# block 1

Block 1, signal wires on met1:
Supply wires on this layer in grey.
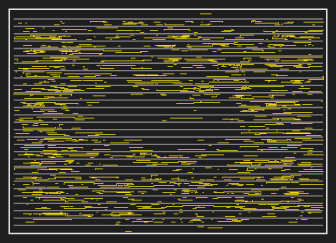

**src/rtl/xbar_pkg.sv**
```systemverilog
// Shared cross-bar types and the round-robin next-grant helper.
// rr_next supports up to RR_MAX requesters; callers zero-extend narrower masks.
package xbar_pkg;

    typedef enum logic [1:0] {
        IDLE = 2'd0,
        REQ  = 2'd1,
        ACK  = 2'd2
    } arb_state_t;

    localparam int RR_MAX = 16;
    localparam int RR_IW  = 4;

    // Smallest offset wins, so the scan runs from the farthest position inward.
    // Positions at or above the real requester count are always zero in req_vec,
    // which makes wrapping modulo RR_MAX equivalent to wrapping modulo MASTER_NUM.
    function automatic logic [RR_IW-1:0] rr_next(input logic [RR_MAX-1:0] req_vec,
                                                 input logic [RR_IW-1:0]  ptr);
        logic [RR_IW-1:0] idx;
        logic [RR_IW-1:0] grant;
        grant = ptr;
        for (int i = RR_MAX; i >= 1; i--) begin
            idx = ptr + RR_IW'(i);
            if (req_vec[idx]) grant = idx;
        end
        return grant;
    endfunction

endpackage

```
**src/rtl/wr_req_arbiter_if.sv**
```systemverilog
// Master-side write-request channels and the single slave-side port of one cross-bar output.
interface wr_req_arbiter_if #(
    parameter int AWIDTH     = 32,
    parameter int DWIDTH     = 32,
    parameter int MASTER_NUM = 2,
    parameter int SLAVE_NUM  = 2
);
    localparam int SW = $clog2(SLAVE_NUM);
    localparam int IW = $clog2(MASTER_NUM);

    logic [MASTER_NUM*SW-1:0]     m_sel;
    logic [MASTER_NUM*AWIDTH-1:0] m_addr;
    logic [MASTER_NUM*DWIDTH-1:0] m_wdata;
    logic [MASTER_NUM-1:0]        m_req;
    logic [MASTER_NUM-1:0]        m_ack;
    logic [MASTER_NUM-1:0]        m_err;
    logic [AWIDTH-1:0]            s_addr;
    logic [DWIDTH-1:0]            s_wdata;
    logic                         s_req;
    logic [IW-1:0]                s_src;
    logic                         s_ack;

    // Arbiter view
    modport slave (
        input  m_sel, m_addr, m_wdata, m_req, s_ack,
        output m_ack, m_err, s_addr, s_wdata, s_req, s_src
    );

    // Environment view (masters plus downstream slave)
    modport master (
        output m_sel, m_addr, m_wdata, m_req, s_ack,
        input  m_ack, m_err, s_addr, s_wdata, s_req, s_src
    );

endinterface

```
**src/rtl/wr_req_arbiter_rr_arbiter.sv**
```systemverilog
// Combinational round-robin pick: first set bit of mask strictly after ptr, wrapping.
module rr_arbiter
    import xbar_pkg::*;
#(
    parameter int MASTER_NUM = 2,
    parameter int IW         = 1
) (
    input  logic [MASTER_NUM-1:0] mask,
    input  logic [IW-1:0]         ptr,
    output logic                  valid,
    output logic [IW-1:0]         idx
);

    logic [RR_MAX-1:0] mask_ext;
    logic [RR_IW-1:0]  grant_ext;

    assign mask_ext  = RR_MAX'(mask);
    assign grant_ext = rr_next(mask_ext, RR_IW'(ptr));
    assign valid     = |mask;
    assign idx       = IW'(grant_ext);

endmodule

```
**src/rtl/wr_req_arbiter.sv**
```systemverilog
// Per-output-port write-request arbiter: round-robin grant, registered slave request, one-cycle ack.
// Optional wait-for-ack timeout enabled by defining WR_REQ_ARB_TIMEOUT_EN.
//
// state | meaning
// IDLE  | no transfer; grant next eligible master, latch its addr/wdata
// REQ   | s_req high, waiting for s_ack (or timeout); master inputs ignored
// ACK   | one-cycle m_ack (and m_err on timeout) to the granted master
module wr_req_arbiter
    import xbar_pkg::*;
#(
    parameter int AWIDTH     = 32,
    parameter int DWIDTH     = 32,
    parameter int MASTER_NUM = 2,
    parameter int SLAVE_NUM  = 2,
    parameter int SLAVE_ID   = 0,
    parameter int TIMEOUT    = 255
) (
    input  logic             aclk,
    input  logic             aresetn,
    wr_req_arbiter_if.slave  bus
);

    localparam int SW = $clog2(SLAVE_NUM);
    localparam int IW = $clog2(MASTER_NUM);

    arb_state_t              state;
    logic [IW-1:0]           rr_ptr;
    logic [MASTER_NUM-1:0]   eligible;
    logic [AWIDTH-1:0]       addr_arr [MASTER_NUM];
    logic [DWIDTH-1:0]       data_arr [MASTER_NUM];
    logic                    grant_valid;
    logic [IW-1:0]           grant_idx;

    logic [AWIDTH-1:0]       addr_q;
    logic [DWIDTH-1:0]       data_q;
    logic [IW-1:0]           src_q;
    logic                    req_q;
    logic [MASTER_NUM-1:0]   ack_q;

    always_comb begin
        for (int i = 0; i < MASTER_NUM; i++) begin
            eligible[i] = bus.m_req[i] && (bus.m_sel[i*SW +: SW] == SW'(SLAVE_ID));
            addr_arr[i] = bus.m_addr[i*AWIDTH +: AWIDTH];
            data_arr[i] = bus.m_wdata[i*DWIDTH +: DWIDTH];
        end
    end

    rr_arbiter #(
        .MASTER_NUM (MASTER_NUM),
        .IW         (IW)
    ) u_rr (
        .mask  (eligible),
        .ptr   (rr_ptr),
        .valid (grant_valid),
        .idx   (grant_idx)
    );

`ifdef WR_REQ_ARB_TIMEOUT_EN
    localparam int TW = ($clog2(TIMEOUT + 1) > 8) ? $clog2(TIMEOUT + 1) : 8;
    logic [TW-1:0]         tmo_cnt;
    logic [MASTER_NUM-1:0] err_q;
`endif

    always_ff @(posedge aclk or negedge aresetn) begin
        if (!aresetn) begin
            state  <= IDLE;
            rr_ptr <= IW'(MASTER_NUM - 1);
            addr_q <= '0;
            data_q <= '0;
            src_q  <= '0;
            req_q  <= 1'b0;
            ack_q  <= '0;
`ifdef WR_REQ_ARB_TIMEOUT_EN
            tmo_cnt <= '0;
            err_q   <= '0;
`endif
        end else begin
            ack_q <= '0;
`ifdef WR_REQ_ARB_TIMEOUT_EN
            err_q <= '0;
`endif
            case (state)
                IDLE: begin
                    if (grant_valid) begin
                        addr_q <= addr_arr[grant_idx];
                        data_q <= data_arr[grant_idx];
                        src_q  <= grant_idx;
                        rr_ptr <= grant_idx;
                        req_q  <= 1'b1;
                        state  <= REQ;
`ifdef WR_REQ_ARB_TIMEOUT_EN
                        tmo_cnt <= '0;
`endif
                    end
                end
                REQ: begin
                    if (bus.s_ack) begin
                        req_q        <= 1'b0;
                        ack_q[src_q] <= 1'b1;
                        state        <= ACK;
                    end
`ifdef WR_REQ_ARB_TIMEOUT_EN
                    // s_ack takes priority over an expiry on the same edge.
                    else if (tmo_cnt == TW'(TIMEOUT - 1)) begin
                        req_q        <= 1'b0;
                        ack_q[src_q] <= 1'b1;
                        err_q[src_q] <= 1'b1;
                        state        <= ACK;
                    end else begin
                        tmo_cnt <= tmo_cnt + TW'(1);
                    end
`endif
                end
                ACK:     state <= IDLE;
                default: state <= IDLE;
            endcase
        end
    end

    assign bus.s_addr  = addr_q;
    assign bus.s_wdata = data_q;
    assign bus.s_src   = src_q;
    assign bus.s_req   = req_q;
    assign bus.m_ack   = ack_q;
`ifdef WR_REQ_ARB_TIMEOUT_EN
    assign bus.m_err   = err_q;
`else
    assign bus.m_err   = '0;
`endif

endmodule

```
**src/flat_wrapper.sv**
```systemverilog
// flat-port wrapper written by rule: the top's interface ports become plain ports
module wr_req_arbiter_flat import xbar_pkg::*;
#(
    parameter int AWIDTH     = 32,
    parameter int DWIDTH     = 32,
    parameter int MASTER_NUM = 2,
    parameter int SLAVE_NUM  = 2,
    parameter int SLAVE_ID   = 0,
    parameter int TIMEOUT    = 255
)
  (aclk, aresetn, bus_m_sel, bus_m_addr, bus_m_wdata, bus_m_req, bus_s_ack, bus_m_ack, bus_m_err, bus_s_addr, bus_s_wdata, bus_s_req, bus_s_src);
  wr_req_arbiter_if #(.AWIDTH(AWIDTH), .DWIDTH(DWIDTH), .MASTER_NUM(MASTER_NUM), .SLAVE_NUM(SLAVE_NUM)) bus_i ();
  input  logic aclk;
  input  logic aresetn;
  input wire logic [$bits(bus_i.m_sel)-1:0] bus_m_sel;
  input wire logic [$bits(bus_i.m_addr)-1:0] bus_m_addr;
  input wire logic [$bits(bus_i.m_wdata)-1:0] bus_m_wdata;
  input wire logic [$bits(bus_i.m_req)-1:0] bus_m_req;
  input wire logic [$bits(bus_i.s_ack)-1:0] bus_s_ack;
  output wire logic [$bits(bus_i.m_ack)-1:0] bus_m_ack;
  output wire logic [$bits(bus_i.m_err)-1:0] bus_m_err;
  output wire logic [$bits(bus_i.s_addr)-1:0] bus_s_addr;
  output wire logic [$bits(bus_i.s_wdata)-1:0] bus_s_wdata;
  output wire logic [$bits(bus_i.s_req)-1:0] bus_s_req;
  output wire logic [$bits(bus_i.s_src)-1:0] bus_s_src;
  assign bus_i.m_sel = bus_m_sel;
  assign bus_i.m_addr = bus_m_addr;
  assign bus_i.m_wdata = bus_m_wdata;
  assign bus_i.m_req = bus_m_req;
  assign bus_i.s_ack = bus_s_ack;
  assign bus_m_ack = bus_i.m_ack;
  assign bus_m_err = bus_i.m_err;
  assign bus_s_addr = bus_i.s_addr;
  assign bus_s_wdata = bus_i.s_wdata;
  assign bus_s_req = bus_i.s_req;
  assign bus_s_src = bus_i.s_src;
  wr_req_arbiter #(.AWIDTH(AWIDTH), .DWIDTH(DWIDTH), .MASTER_NUM(MASTER_NUM), .SLAVE_NUM(SLAVE_NUM), .SLAVE_ID(SLAVE_ID), .TIMEOUT(TIMEOUT)) u_core (.aclk(aclk), .aresetn(aresetn), .bus(bus_i));
endmodule
```
**config.mk**
```make
export PLATFORM = sky130hd
export DESIGN_NAME = wr_req_arbiter_flat
export DESIGN_NICKNAME = d
export VERILOG_FILES = /design/src/rtl/xbar_pkg.sv /design/src/rtl/wr_req_arbiter_if.sv /design/src/rtl/wr_req_arbiter_rr_arbiter.sv /design/src/rtl/wr_req_arbiter.sv /design/src/flat_wrapper.sv
export SDC_FILE = /design/constraint.sdc
export NUM_CORES = 1
export LEC_CHECK = 0
export CAP_MARGIN = 20
export CORE_ASPECT_RATIO = 0.7
export CORE_MARGIN = 1
export CORE_UTILIZATION = 39
export DETAILED_ROUTE_END_ITERATION = 16
export PLACE_DENSITY = 0.82
export REMOVE_ABC_BUFFERS = 1
export SLEW_MARGIN = 20
export SYNTH_ARGS = -nofsm -noshare
export SYNTH_HDL_FRONTEND = slang
export SYNTH_HIERARCHICAL = 1
export SYNTH_SLANG_ARGS = --single-unit
```
**constraint.sdc**
```tcl
create_clock -name aclk -period 1.9 [get_ports aclk]
set_input_delay 0.19 -clock aclk [delete_from_list [all_inputs] [get_ports aclk]]
set_output_delay 0.19 -clock aclk [all_outputs]
set_load 0.005 [all_outputs]
```
# block 2

`src/rtl/dualram_if.sv`:
```
// Bus bundle for the ping-pong RAM: bank role select, write port, read address and registered read data.
interface dualram_if;
  logic        rnw;
  logic        din_valid;
  logic [7:0]  be;
  logic [2:0]  wa;
  logic [2:0]  ra;
  logic [63:0] di;
  logic [63:0] dout;

  modport master (
    output rnw, din_valid, be, wa, ra, di,
    input  dout
  );

  modport slave (
    input  rnw, din_valid, be, wa, ra, di,
    output dout
  );
endinterface

```
`src/rtl/dualram.sv`:
```
// Double-buffered 2 x 8 x 64-bit RAM: one bank takes byte-masked writes while the other is read.
module dualram (
  input  logic       clk,
  input  logic       rst_n,
  dualram_if.slave   bus
);

  logic [63:0] bank1_q [8];
  logic [63:0] bank2_q [8];
  logic [63:0] dout_q;

  logic [63:0] wrOld;
  logic [63:0] wrWord_d;
  logic [63:0] dout_d;

  // Merge the masked lanes with the current write-bank word; read side always uses the other bank.
  always_comb begin
    wrOld    = bus.rnw ? bank2_q[bus.wa] : bank1_q[bus.wa];
    wrWord_d = wrOld;
    for (int i = 0; i < 8; i++) begin
      if (!bus.be[i]) begin
        wrWord_d[8*i +: 8] = bus.di[8*i +: 8];
      end
    end
    dout_d = bus.rnw ? bank1_q[bus.ra] : bank2_q[bus.ra];
  end

  always_ff @(posedge clk or negedge rst_n) begin
    if (!rst_n) begin
      for (int k = 0; k < 8; k++) begin
        bank1_q[k] <= 64'h0;
        bank2_q[k] <= 64'h0;
      end
      dout_q <= 64'h0;
    end else begin
      if (bus.din_valid && !bus.rnw) begin
        bank1_q[bus.wa] <= wrWord_d;
      end
      if (bus.din_valid && bus.rnw) begin
        bank2_q[bus.wa] <= wrWord_d;
      end
      dout_q <= dout_d;
    end
  end

  assign bus.dout = dout_q;

endmodule

```
`src/flat_wrapper.sv`:
```
// flat-port wrapper written by rule: the top's interface ports become plain ports
module dualram_flat 
  (clk, rst_n, bus_rnw, bus_din_valid, bus_be, bus_wa, bus_ra, bus_di, bus_dout);
  dualram_if bus_i ();
  input  logic clk;
  input  logic rst_n;
  input wire logic [$bits(bus_i.rnw)-1:0] bus_rnw;
  input wire logic [$bits(bus_i.din_valid)-1:0] bus_din_valid;
  input wire logic [$bits(bus_i.be)-1:0] bus_be;
  input wire logic [$bits(bus_i.wa)-1:0] bus_wa;
  input wire logic [$bits(bus_i.ra)-1:0] bus_ra;
  input wire logic [$bits(bus_i.di)-1:0] bus_di;
  output wire logic [$bits(bus_i.dout)-1:0] bus_dout;
  assign bus_i.rnw = bus_rnw;
  assign bus_i.din_valid = bus_din_valid;
  assign bus_i.be = bus_be;
  assign bus_i.wa = bus_wa;
  assign bus_i.ra = bus_ra;
  assign bus_i.di = bus_di;
  assign bus_dout = bus_i.dout;
  dualram u_core (.clk(clk), .rst_n(rst_n), .bus(bus_i));
endmodule
```
`config.mk`:
```
export PLATFORM = sky130hd
export DESIGN_NAME = dualram_flat
export DESIGN_NICKNAME = d
export VERILOG_FILES = /design/src/rtl/dualram_if.sv /design/src/rtl/dualram.sv /design/src/flat_wrapper.sv
export SDC_FILE = /design/constraint.sdc
export NUM_CORES = 2
export LEC_CHECK = 0
export CELL_PAD_IN_SITES_DETAIL_PLACEMENT = 1
export CELL_PAD_IN_SITES_GLOBAL_PLACEMENT = 2
export CORE_MARGIN = 2
export CORE_UTILIZATION = 39
export DETAILED_ROUTE_END_ITERATION = 10
export PLACE_DENSITY = 0.76
export SETUP_SLACK_MARGIN = 0.2
export SYNTH_ARGS = -nofsm -noshare
export SYNTH_HDL_FRONTEND = slang
export SYNTH_SLANG_ARGS = --single-unit
export TNS_END_PERCENT = 5
```
`constraint.sdc`:
```
create_clock -name clk -period 1.9 [get_ports clk]
set_input_delay 0.19 -clock clk [delete_from_list [all_inputs] [get_ports clk]]
set_output_delay 0.19 -clock clk [all_outputs]
set_load 0.02 [all_outputs]
```
# block 3

**src/rtl/perfect_scan_seq.sv**
```systemverilog
// Scan sequencer: steps N from lo to hi, launches one perfect-number check per
// value, and buffers every N the checker reports as perfect.
module perfect_scan_seq #(
  parameter int unsigned W        = 16,
  parameter int unsigned DEPTH    = 4,
  parameter int unsigned MAX_WAIT = 1023
) (
  input  logic                     clk,
  input  logic                     rst,
  input  logic                     start,
  input  logic [W-1:0]             lo,
  input  logic [W-1:0]             hi,
  output logic [W-1:0]             chk_n,
  output logic                     chk_go,
  input  logic                     chk_over,
  input  logic                     chk_isper,
  output logic                     busy,
  output logic                     done,
  output logic                     err,
  output logic                     ovf,
  output logic [$clog2(DEPTH):0]   found_cnt,
  input  logic [$clog2(DEPTH)-1:0] rd_idx,
  output logic [W-1:0]             rd_data
);

  localparam int unsigned AW  = $clog2(DEPTH);
  localparam int unsigned WCW = $clog2(MAX_WAIT + 1);

  typedef enum logic [2:0] {
    S_IDLE, S_LAUNCH, S_GAP, S_WAIT, S_NEXT, S_DONE
  } state_t;

  state_t         r_state;
  state_t         w_state_nxt;
  logic [W-1:0]   r_cur;
  logic [W-1:0]   r_hi;
  logic [W-1:0]   r_chk_n;
  logic           r_go;
  logic           r_busy;
  logic           r_done;
  logic           r_err;
  logic           r_ovf;
  logic [AW:0]    r_cnt;
  logic [WCW-1:0] r_wcnt;
  logic [W-1:0]   r_buf [DEPTH];

  logic w_accept;
  logic w_timeout;
  logic w_go_nxt;
  logic w_busy_nxt;
  logic w_done_nxt;

  assign w_accept  = ((r_state == S_IDLE) || (r_state == S_DONE)) && start;
  assign w_timeout = (r_state == S_WAIT) && !chk_over &&
                     (r_wcnt == WCW'(MAX_WAIT - 1));

  // State register
  always_ff @(posedge clk) begin
    if (rst) r_state <= S_IDLE;
    else     r_state <= w_state_nxt;
  end

  // Next-state logic
  always_comb begin
    w_state_nxt = r_state;
    case (r_state)
      S_IDLE, S_DONE: if (start) w_state_nxt = (lo > hi) ? S_DONE : S_LAUNCH;
      S_LAUNCH:       w_state_nxt = S_GAP;
      S_GAP:          w_state_nxt = S_WAIT;
      S_WAIT: begin
        if (chk_over)       w_state_nxt = S_NEXT;
        else if (w_timeout) w_state_nxt = S_DONE;
      end
      S_NEXT:         w_state_nxt = (r_cur == r_hi) ? S_DONE : S_LAUNCH;
      default:        w_state_nxt = S_IDLE;
    endcase
  end

  // Output decode from the upcoming state so the status outputs are registered
  always_comb begin
    w_go_nxt   = 1'b0;
    w_busy_nxt = 1'b0;
    w_done_nxt = 1'b0;
    case (w_state_nxt)
      S_LAUNCH:            begin w_go_nxt = 1'b1; w_busy_nxt = 1'b1; end
      S_GAP, S_WAIT, S_NEXT: w_busy_nxt = 1'b1;
      S_DONE:              w_done_nxt = 1'b1;
      default:             ;
    endcase
  end

  // Datapath: candidate, wait counter, verdict capture and result buffer
  always_ff @(posedge clk) begin
    if (rst) begin
      r_cur   <= '0;
      r_hi    <= '0;
      r_chk_n <= '0;
      r_go    <= 1'b0;
      r_busy  <= 1'b0;
      r_done  <= 1'b0;
      r_err   <= 1'b0;
      r_ovf   <= 1'b0;
      r_cnt   <= '0;
      r_wcnt  <= '0;
      for (int i = 0; i < DEPTH; i++) r_buf[i] <= '0;
    end else begin
      r_go   <= w_go_nxt;
      r_busy <= w_busy_nxt;
      r_done <= w_done_nxt;
      if (w_accept) begin
        r_hi  <= hi;
        r_err <= 1'b0;
        r_ovf <= 1'b0;
        r_cnt <= '0;
        if (lo <= hi) begin
          r_cur   <= lo;
          r_chk_n <= lo;
        end
      end
      if (r_state == S_GAP) r_wcnt <= '0;
      if (r_state == S_WAIT) begin
        if (chk_over) begin
          if (chk_isper) begin
            if (r_cnt < (AW+1)'(DEPTH)) begin
              r_buf[r_cnt[AW-1:0]] <= r_cur;
              r_cnt                <= r_cnt + (AW+1)'(1);
            end else begin
              r_ovf <= 1'b1;
            end
          end
        end else begin
          r_wcnt <= r_wcnt + WCW'(1);
          if (w_timeout) r_err <= 1'b1;
        end
      end
      // Compare before increment so hi = all-ones never wraps
      if ((r_state == S_NEXT) && (r_cur != r_hi)) begin
        r_cur   <= r_cur + W'(1);
        r_chk_n <= r_cur + W'(1);
      end
    end
  end

  assign chk_n     = r_chk_n;
  assign chk_go    = r_go;
  assign busy      = r_busy;
  assign done      = r_done;
  assign err       = r_err;
  assign ovf       = r_ovf;
  assign found_cnt = r_cnt;
  assign rd_data   = r_buf[rd_idx];

endmodule

```
**config.mk**
```make
export PLATFORM = sky130hd
export DESIGN_NAME = perfect_scan_seq
export DESIGN_NICKNAME = d
export VERILOG_FILES = /design/src/rtl/perfect_scan_seq.sv
export SDC_FILE = /design/constraint.sdc
export NUM_CORES = 1
export LEC_CHECK = 0
export ABC_AREA = 1
export ABC_CLOCK_PERIOD_IN_PS = 6600
export CORE_MARGIN = 2
export CORE_UTILIZATION = 45
export CTS_BUF_LIST = sky130_fd_sc_hd__clkbuf_2
export CTS_CLUSTER_SIZE = 25
export DETAILED_ROUTE_END_ITERATION = 10
export PLACE_DENSITY = 0.67
export SLEW_MARGIN = 25
export SYNTH_ARGS = -nofsm -noshare
export SYNTH_HDL_FRONTEND = slang
export SYNTH_SLANG_ARGS = --single-unit
```
**constraint.sdc**
```tcl
create_clock -name clk -period 6.6 [get_ports clk]
set_clock_uncertainty 0.05 [all_clocks]
set_input_delay 1.65 -clock clk [delete_from_list [all_inputs] [get_ports clk]]
set_output_delay 1.65 -clock clk [all_outputs]
set_load 0.01 [all_outputs]
```
Block 2, signal wires on met1:
Supply wires on this layer in grey.
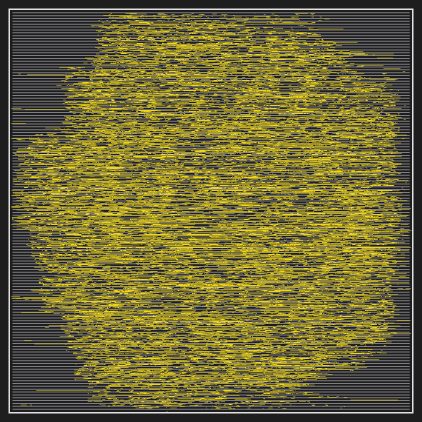
The layer holds 42% of the routed length. The layer carries 95.3 mm of wire. 5168 nets have wire on it. The longest straight run is 81.9 um.
vias post-DR: 45940
total wirelength of the detailed-routed design: 225100 um

==> flow_metrics.py, block 2 <==
# Generated from Yosys and OpenROAD reports
metrics = {
    "critical_path": {
        "path_max_fanout": 8,
        "worst-path-stages": 5,
        "worst_r2r_startpoint": "u_core.bank2_q[376]",
        "crit_top_cell": "sky130_fd_sc_hd__a221o_1",
        "critical_path_required_ns": 2.53,
    },
    "global_routing": {
        "grt_remaining_overflow": 0,
        "initial_antenna_violation_count": 7,
    },
    "detailed_routing": {
        "top_routing_layer_in_use": "met5",
    },
    "pwr": {
        "seqPwrFrac_pct": 42.2,
        "clock_power_share_pct": 30.3,
    },
    "timing": {
        "max_slew_margin_pct": 49.27,
        "slew_viol_final": 0,
        "final.setup.worst_slack_ns": -0.02707,
        "finalSetupViolations": 10,
        "timing_hold_violations_final": 0,
        "tightestPinTransition_ns": 0.7593,
    },
    "synthesis": {
        "post_synth_mux_area_share_pct": 22.83,
        "syn-mean-instance-area_um2": 11.57,
        "post_synth_instance_area_mm2": 0.05617,
        "yosys.area.top_type": "sky130_fd_sc_hd__dfrtp_1",
        "adder_share_pct": 0,
        "yosysTopAreaCellShare_pct": 48.48,
        "ys_top_cells_by_count": "sky130_fd_sc_hd__dfrtp_1 (1088), sky130_fd_sc_hd__a21oi_1 (762), sky130_fd_sc_hd__nor2_1 (755)",
        "xor_share_pct": 0,
    },
    "status": {
        "outcome": "finished with violations",
        "failed_checks": "setup timing",
    },
    "finish": {
        "multi_input_comb_area_mm2": 0.02928,
    },
    "job": {
        "tally_of_openroad_warnings": 39,
    },
    "die": {
        "coreArea_mm2": 0.1433,
        "chip_area_mm2": 0.1471,
    },
    "placed_design": {
        "post_dp_cell_area_mm2": 0.06565,
        "detailedPlacementHpwl_um": 151000,
        "post-place-cells": 7136,
    },
    "clock_tree": {
        "cts-buffers-inserted": 121,
        "clk_pin_slew_ns": 0.06,
    },
}
block 2: area by class of cell:
| class | count | area share, % |
|---|---|---|
| multi-input combinational | 3263 | 40.18 |
| clock buffer | 164 | 4.707 |
| tap | 1903 | 3.267 |
| timing repair buffer | 891 | 13.44 |
| clock inverter | 47 | 0.9441 |
| antenna | 1 | 0.003433 |
| inverter | 17 | 0.1081 |
| sequential | 1088 | 37.35 |
block 2: tightest hold or removal path: cells and delay by family:
| family | cells | cell delay [ns] |
|---|---|---|
| buffers and inverters | 3 | 1.03 |
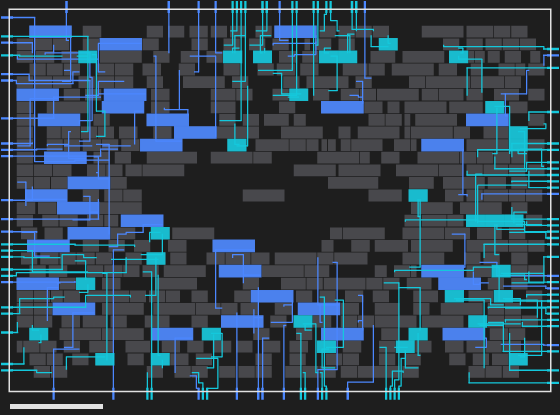
Block 1: wires at chosen ports, followed through buffers
Bar = 20 um.
Cyan stands for bus_m_wdata, bits 64, direction input, edge 26 east, 14 north, 12 west, 12 south, end cells 32, buffers 64, wire 1450 um. Blue stands for bus_s_addr, bits 32, direction output, edge 12 west, 9 south, 6 north, 5 east, end cells 32, buffers 32, wire 1020 um.
number of top-level pins: 205
I/O Buffers: 202

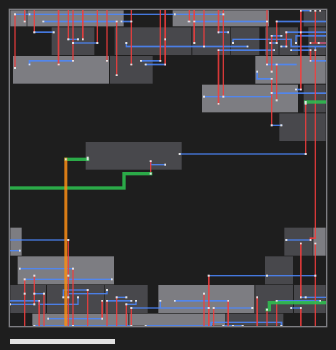
Block 1: close-up of the layout
Bar = 10 um. Region (43, 26) to (73, 56) um. Cells in grey, sequential cells in the stronger grey; small squares are vias.
Red stands for metal 2. Green stands for metal 3. Orange stands for metal 4. Blue stands for metal 1.
Sequential cells in the window: 7. 23 logic cells have their middle in the window. Most frequent: dfrtp_1 (7). Netlist names of flops here include u_core/bus.s_wdata (4), u_core/state (2).

## Picture notes: 'signal wires on met1' of block 1
The layer holds 38% of the routed length. The longest straight run is 26.0 um. The wires run mostly horizontal.
global-route met1 utilization: 21.94%
total wirelength of the detailed-routed design: 9659 um
vias post-DR: 2706

==> flow_metrics.py, block 1 <==
# Generated from Yosys and OpenROAD reports
metrics = {
    "placed_design": {
        "post-place-cells": 552,
        "dp_worst_setup_slack_ns": -0.2274,
    },
    "critical_path": {
        "crit-reg2reg-capture": "u_core/bus.s_addr[15]",
        "rr_worst_depth": 5,
        "timing.critical_path.cells": "nor2_1 > a21oi_4 > buf_12 > mux2_2 > mux2_2",
    },
    "clock_tree": {
        "ctsHoldBuffers": 1,
    },
    "timing": {
        "timing.clock.skew_ns": 0.004531,
        "slew_viol_final": 0,
    },
    "finish": {
        "comb_area_share_pct": 27.37,
        "top_area_cell_class": "non-clock buffers",
        "final.signal_inverter_count": 2,
        "final-clk-cell-share_pct": 5.265,
        "number_of_nets_in_the_layout": 579,
        "post_layout_nonfiller_instances": 569,
        "layout.comb_gates.multi_input": 145,
    },
    "global_routing": {
        "first_global_vias": 2881,
    },
    "synthesis": {
        "synthMostInstantiatedCell": "sky130_fd_sc_hd__dfrtp_1",
        "syn-mean-instance-area_um2": 15.38,
        "async_flop_share_pct": 100.0,
        "post_synth_mux_area_share_pct": 43.89,
    },
    "status": {
        "outcome": "complete, no violations",
    },
    "pwr": {
        "report.power.total_mw": 8.551,
        "sequentialPower_mw": 2.68,
    },
}
## block 1: state kept, by name, summed over array words and instances, names as in the netlist
name                count
u_core/bus.m_ack        2
u_core/bus.s_addr      32
u_core/bus.s_req        1
u_core/bus.s_src        1
u_core/bus.s_wdata     32
u_core/rr_ptr           1
u_core/state            2
## block 1: per-layer routing
metal  vias to the layer above  global-route usage [%]  wire, um
met5                         -                       0         0
met4                         0                   5.696        62
met3                         9                   9.489      1150
met2                       126                   35.86      4794
met1                      1320                   21.94      3652
li1                       1251                       -         -
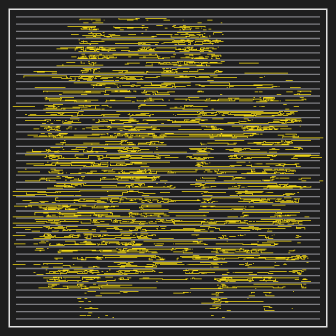
Block 3: signal wires on met1
Supply wires on this layer in grey.
759 nets have wire on it. The layer holds 47% of the routed length. The longest straight run is 39.1 um. The layer carries 6950 um of wire. The wires run mostly horizontal.
global-route met1 utilization: 28.78%
vias post-DR: 5100
total wirelength of the detailed-routed design: 14780 um

==> flow_metrics.py, block 3 <==
# Generated from Yosys and OpenROAD reports
metrics = {
    "detailed_routing": {
        "detail_route.first_pass.iterations": 5,
    },
    "finish": {
        "post_layout_nonfiller_instances": 970,
        "buffer_area_share_pct": 11.30,
        "insertedDiodeCount": 0,
    },
    "status": {
        "outcome": "complete, no violations",
    },
    "timing": {
        "post-route-min-period_ns": 5.600,
    },
    "critical_path": {
        "timing.setup.critical_path_class": "in -> out",
        "critPathLaunchType": "input port",
        "worstPathBufferInverterCount": 4,
        "path_max_fanout": 33,
    },
    "global_routing": {
        "grt_usage_pct": 20.98,
    },
    "pwr": {
        "sequentialPower_uw": 902,
        "p_comb_uw": 447,
    },
    "clock_tree": {
        "tritoncts_num_sinks": 117,
    },
    "synthesis": {
        "post_synth_mux_area_share_pct": 0,
    },
}
==> block 3: how the worst min path moves through the flow <==
| stage | from | end | slack [ns] |
|---|---|---|---|
| final | r_wcnt[7] | r_wcnt[7] | 0.44 |
| after global routing | r_wcnt[7] | r_wcnt[7] | 0.46 |
| after CTS | r_wcnt[7] | r_wcnt[7] | 0.43 |
| after detailed placement | r_wcnt[7] | r_wcnt[7] | 0.41 |
| after global placement | r_wcnt[7] | r_wcnt[7] | 0.40 |
| after floorplan | r_wcnt[7] | r_wcnt[7] | 0.39 |

==> notes/layouts.md <==
Pictures saved along the way, in no particular order.

Clock nets.
picture 1
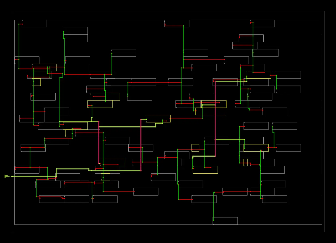
picture 2
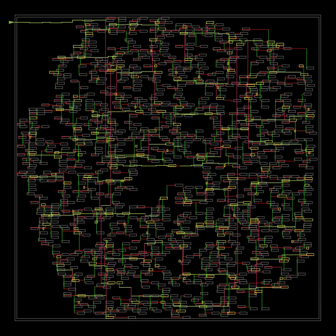
picture 3
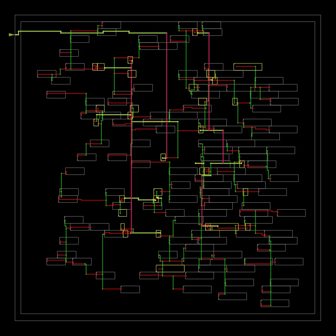
Picture 3 is block 3.
Picture 1 is block 1.
Picture 2 is block 2.
The one with the fewest clock buffers is picture 1.
The one with the most clock buffers is picture 2.



==> notes/layouts.md <==
Pictures saved along the way, in no particular order.

Signal wires by layer.
Two of the layers only.
panel A
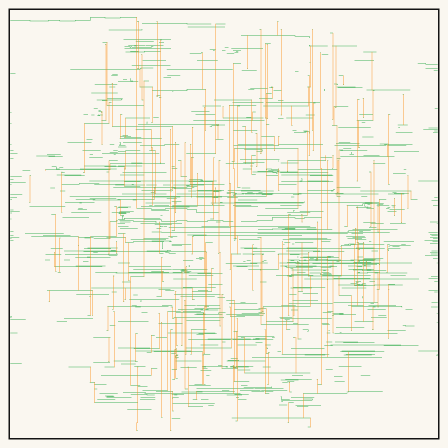
panel B
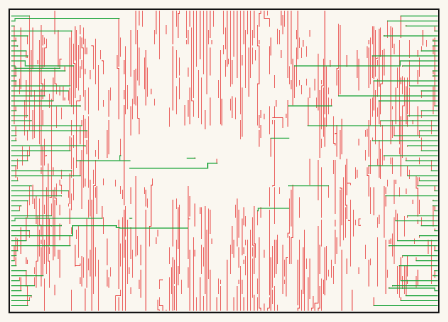
panel C
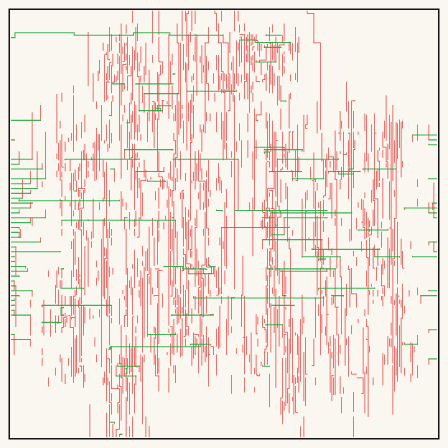
panel B -> block 1
panel A -> block 2
panel C -> block 3
Of these, least wire: panel B
Of these, most wire: panel A

Key to panel B:
Green stands for metal 3, wire length 1150 um. Red stands for metal 2, wire length 4790 um.

No activity file was given, so power comes from the tool's default toggle rates.
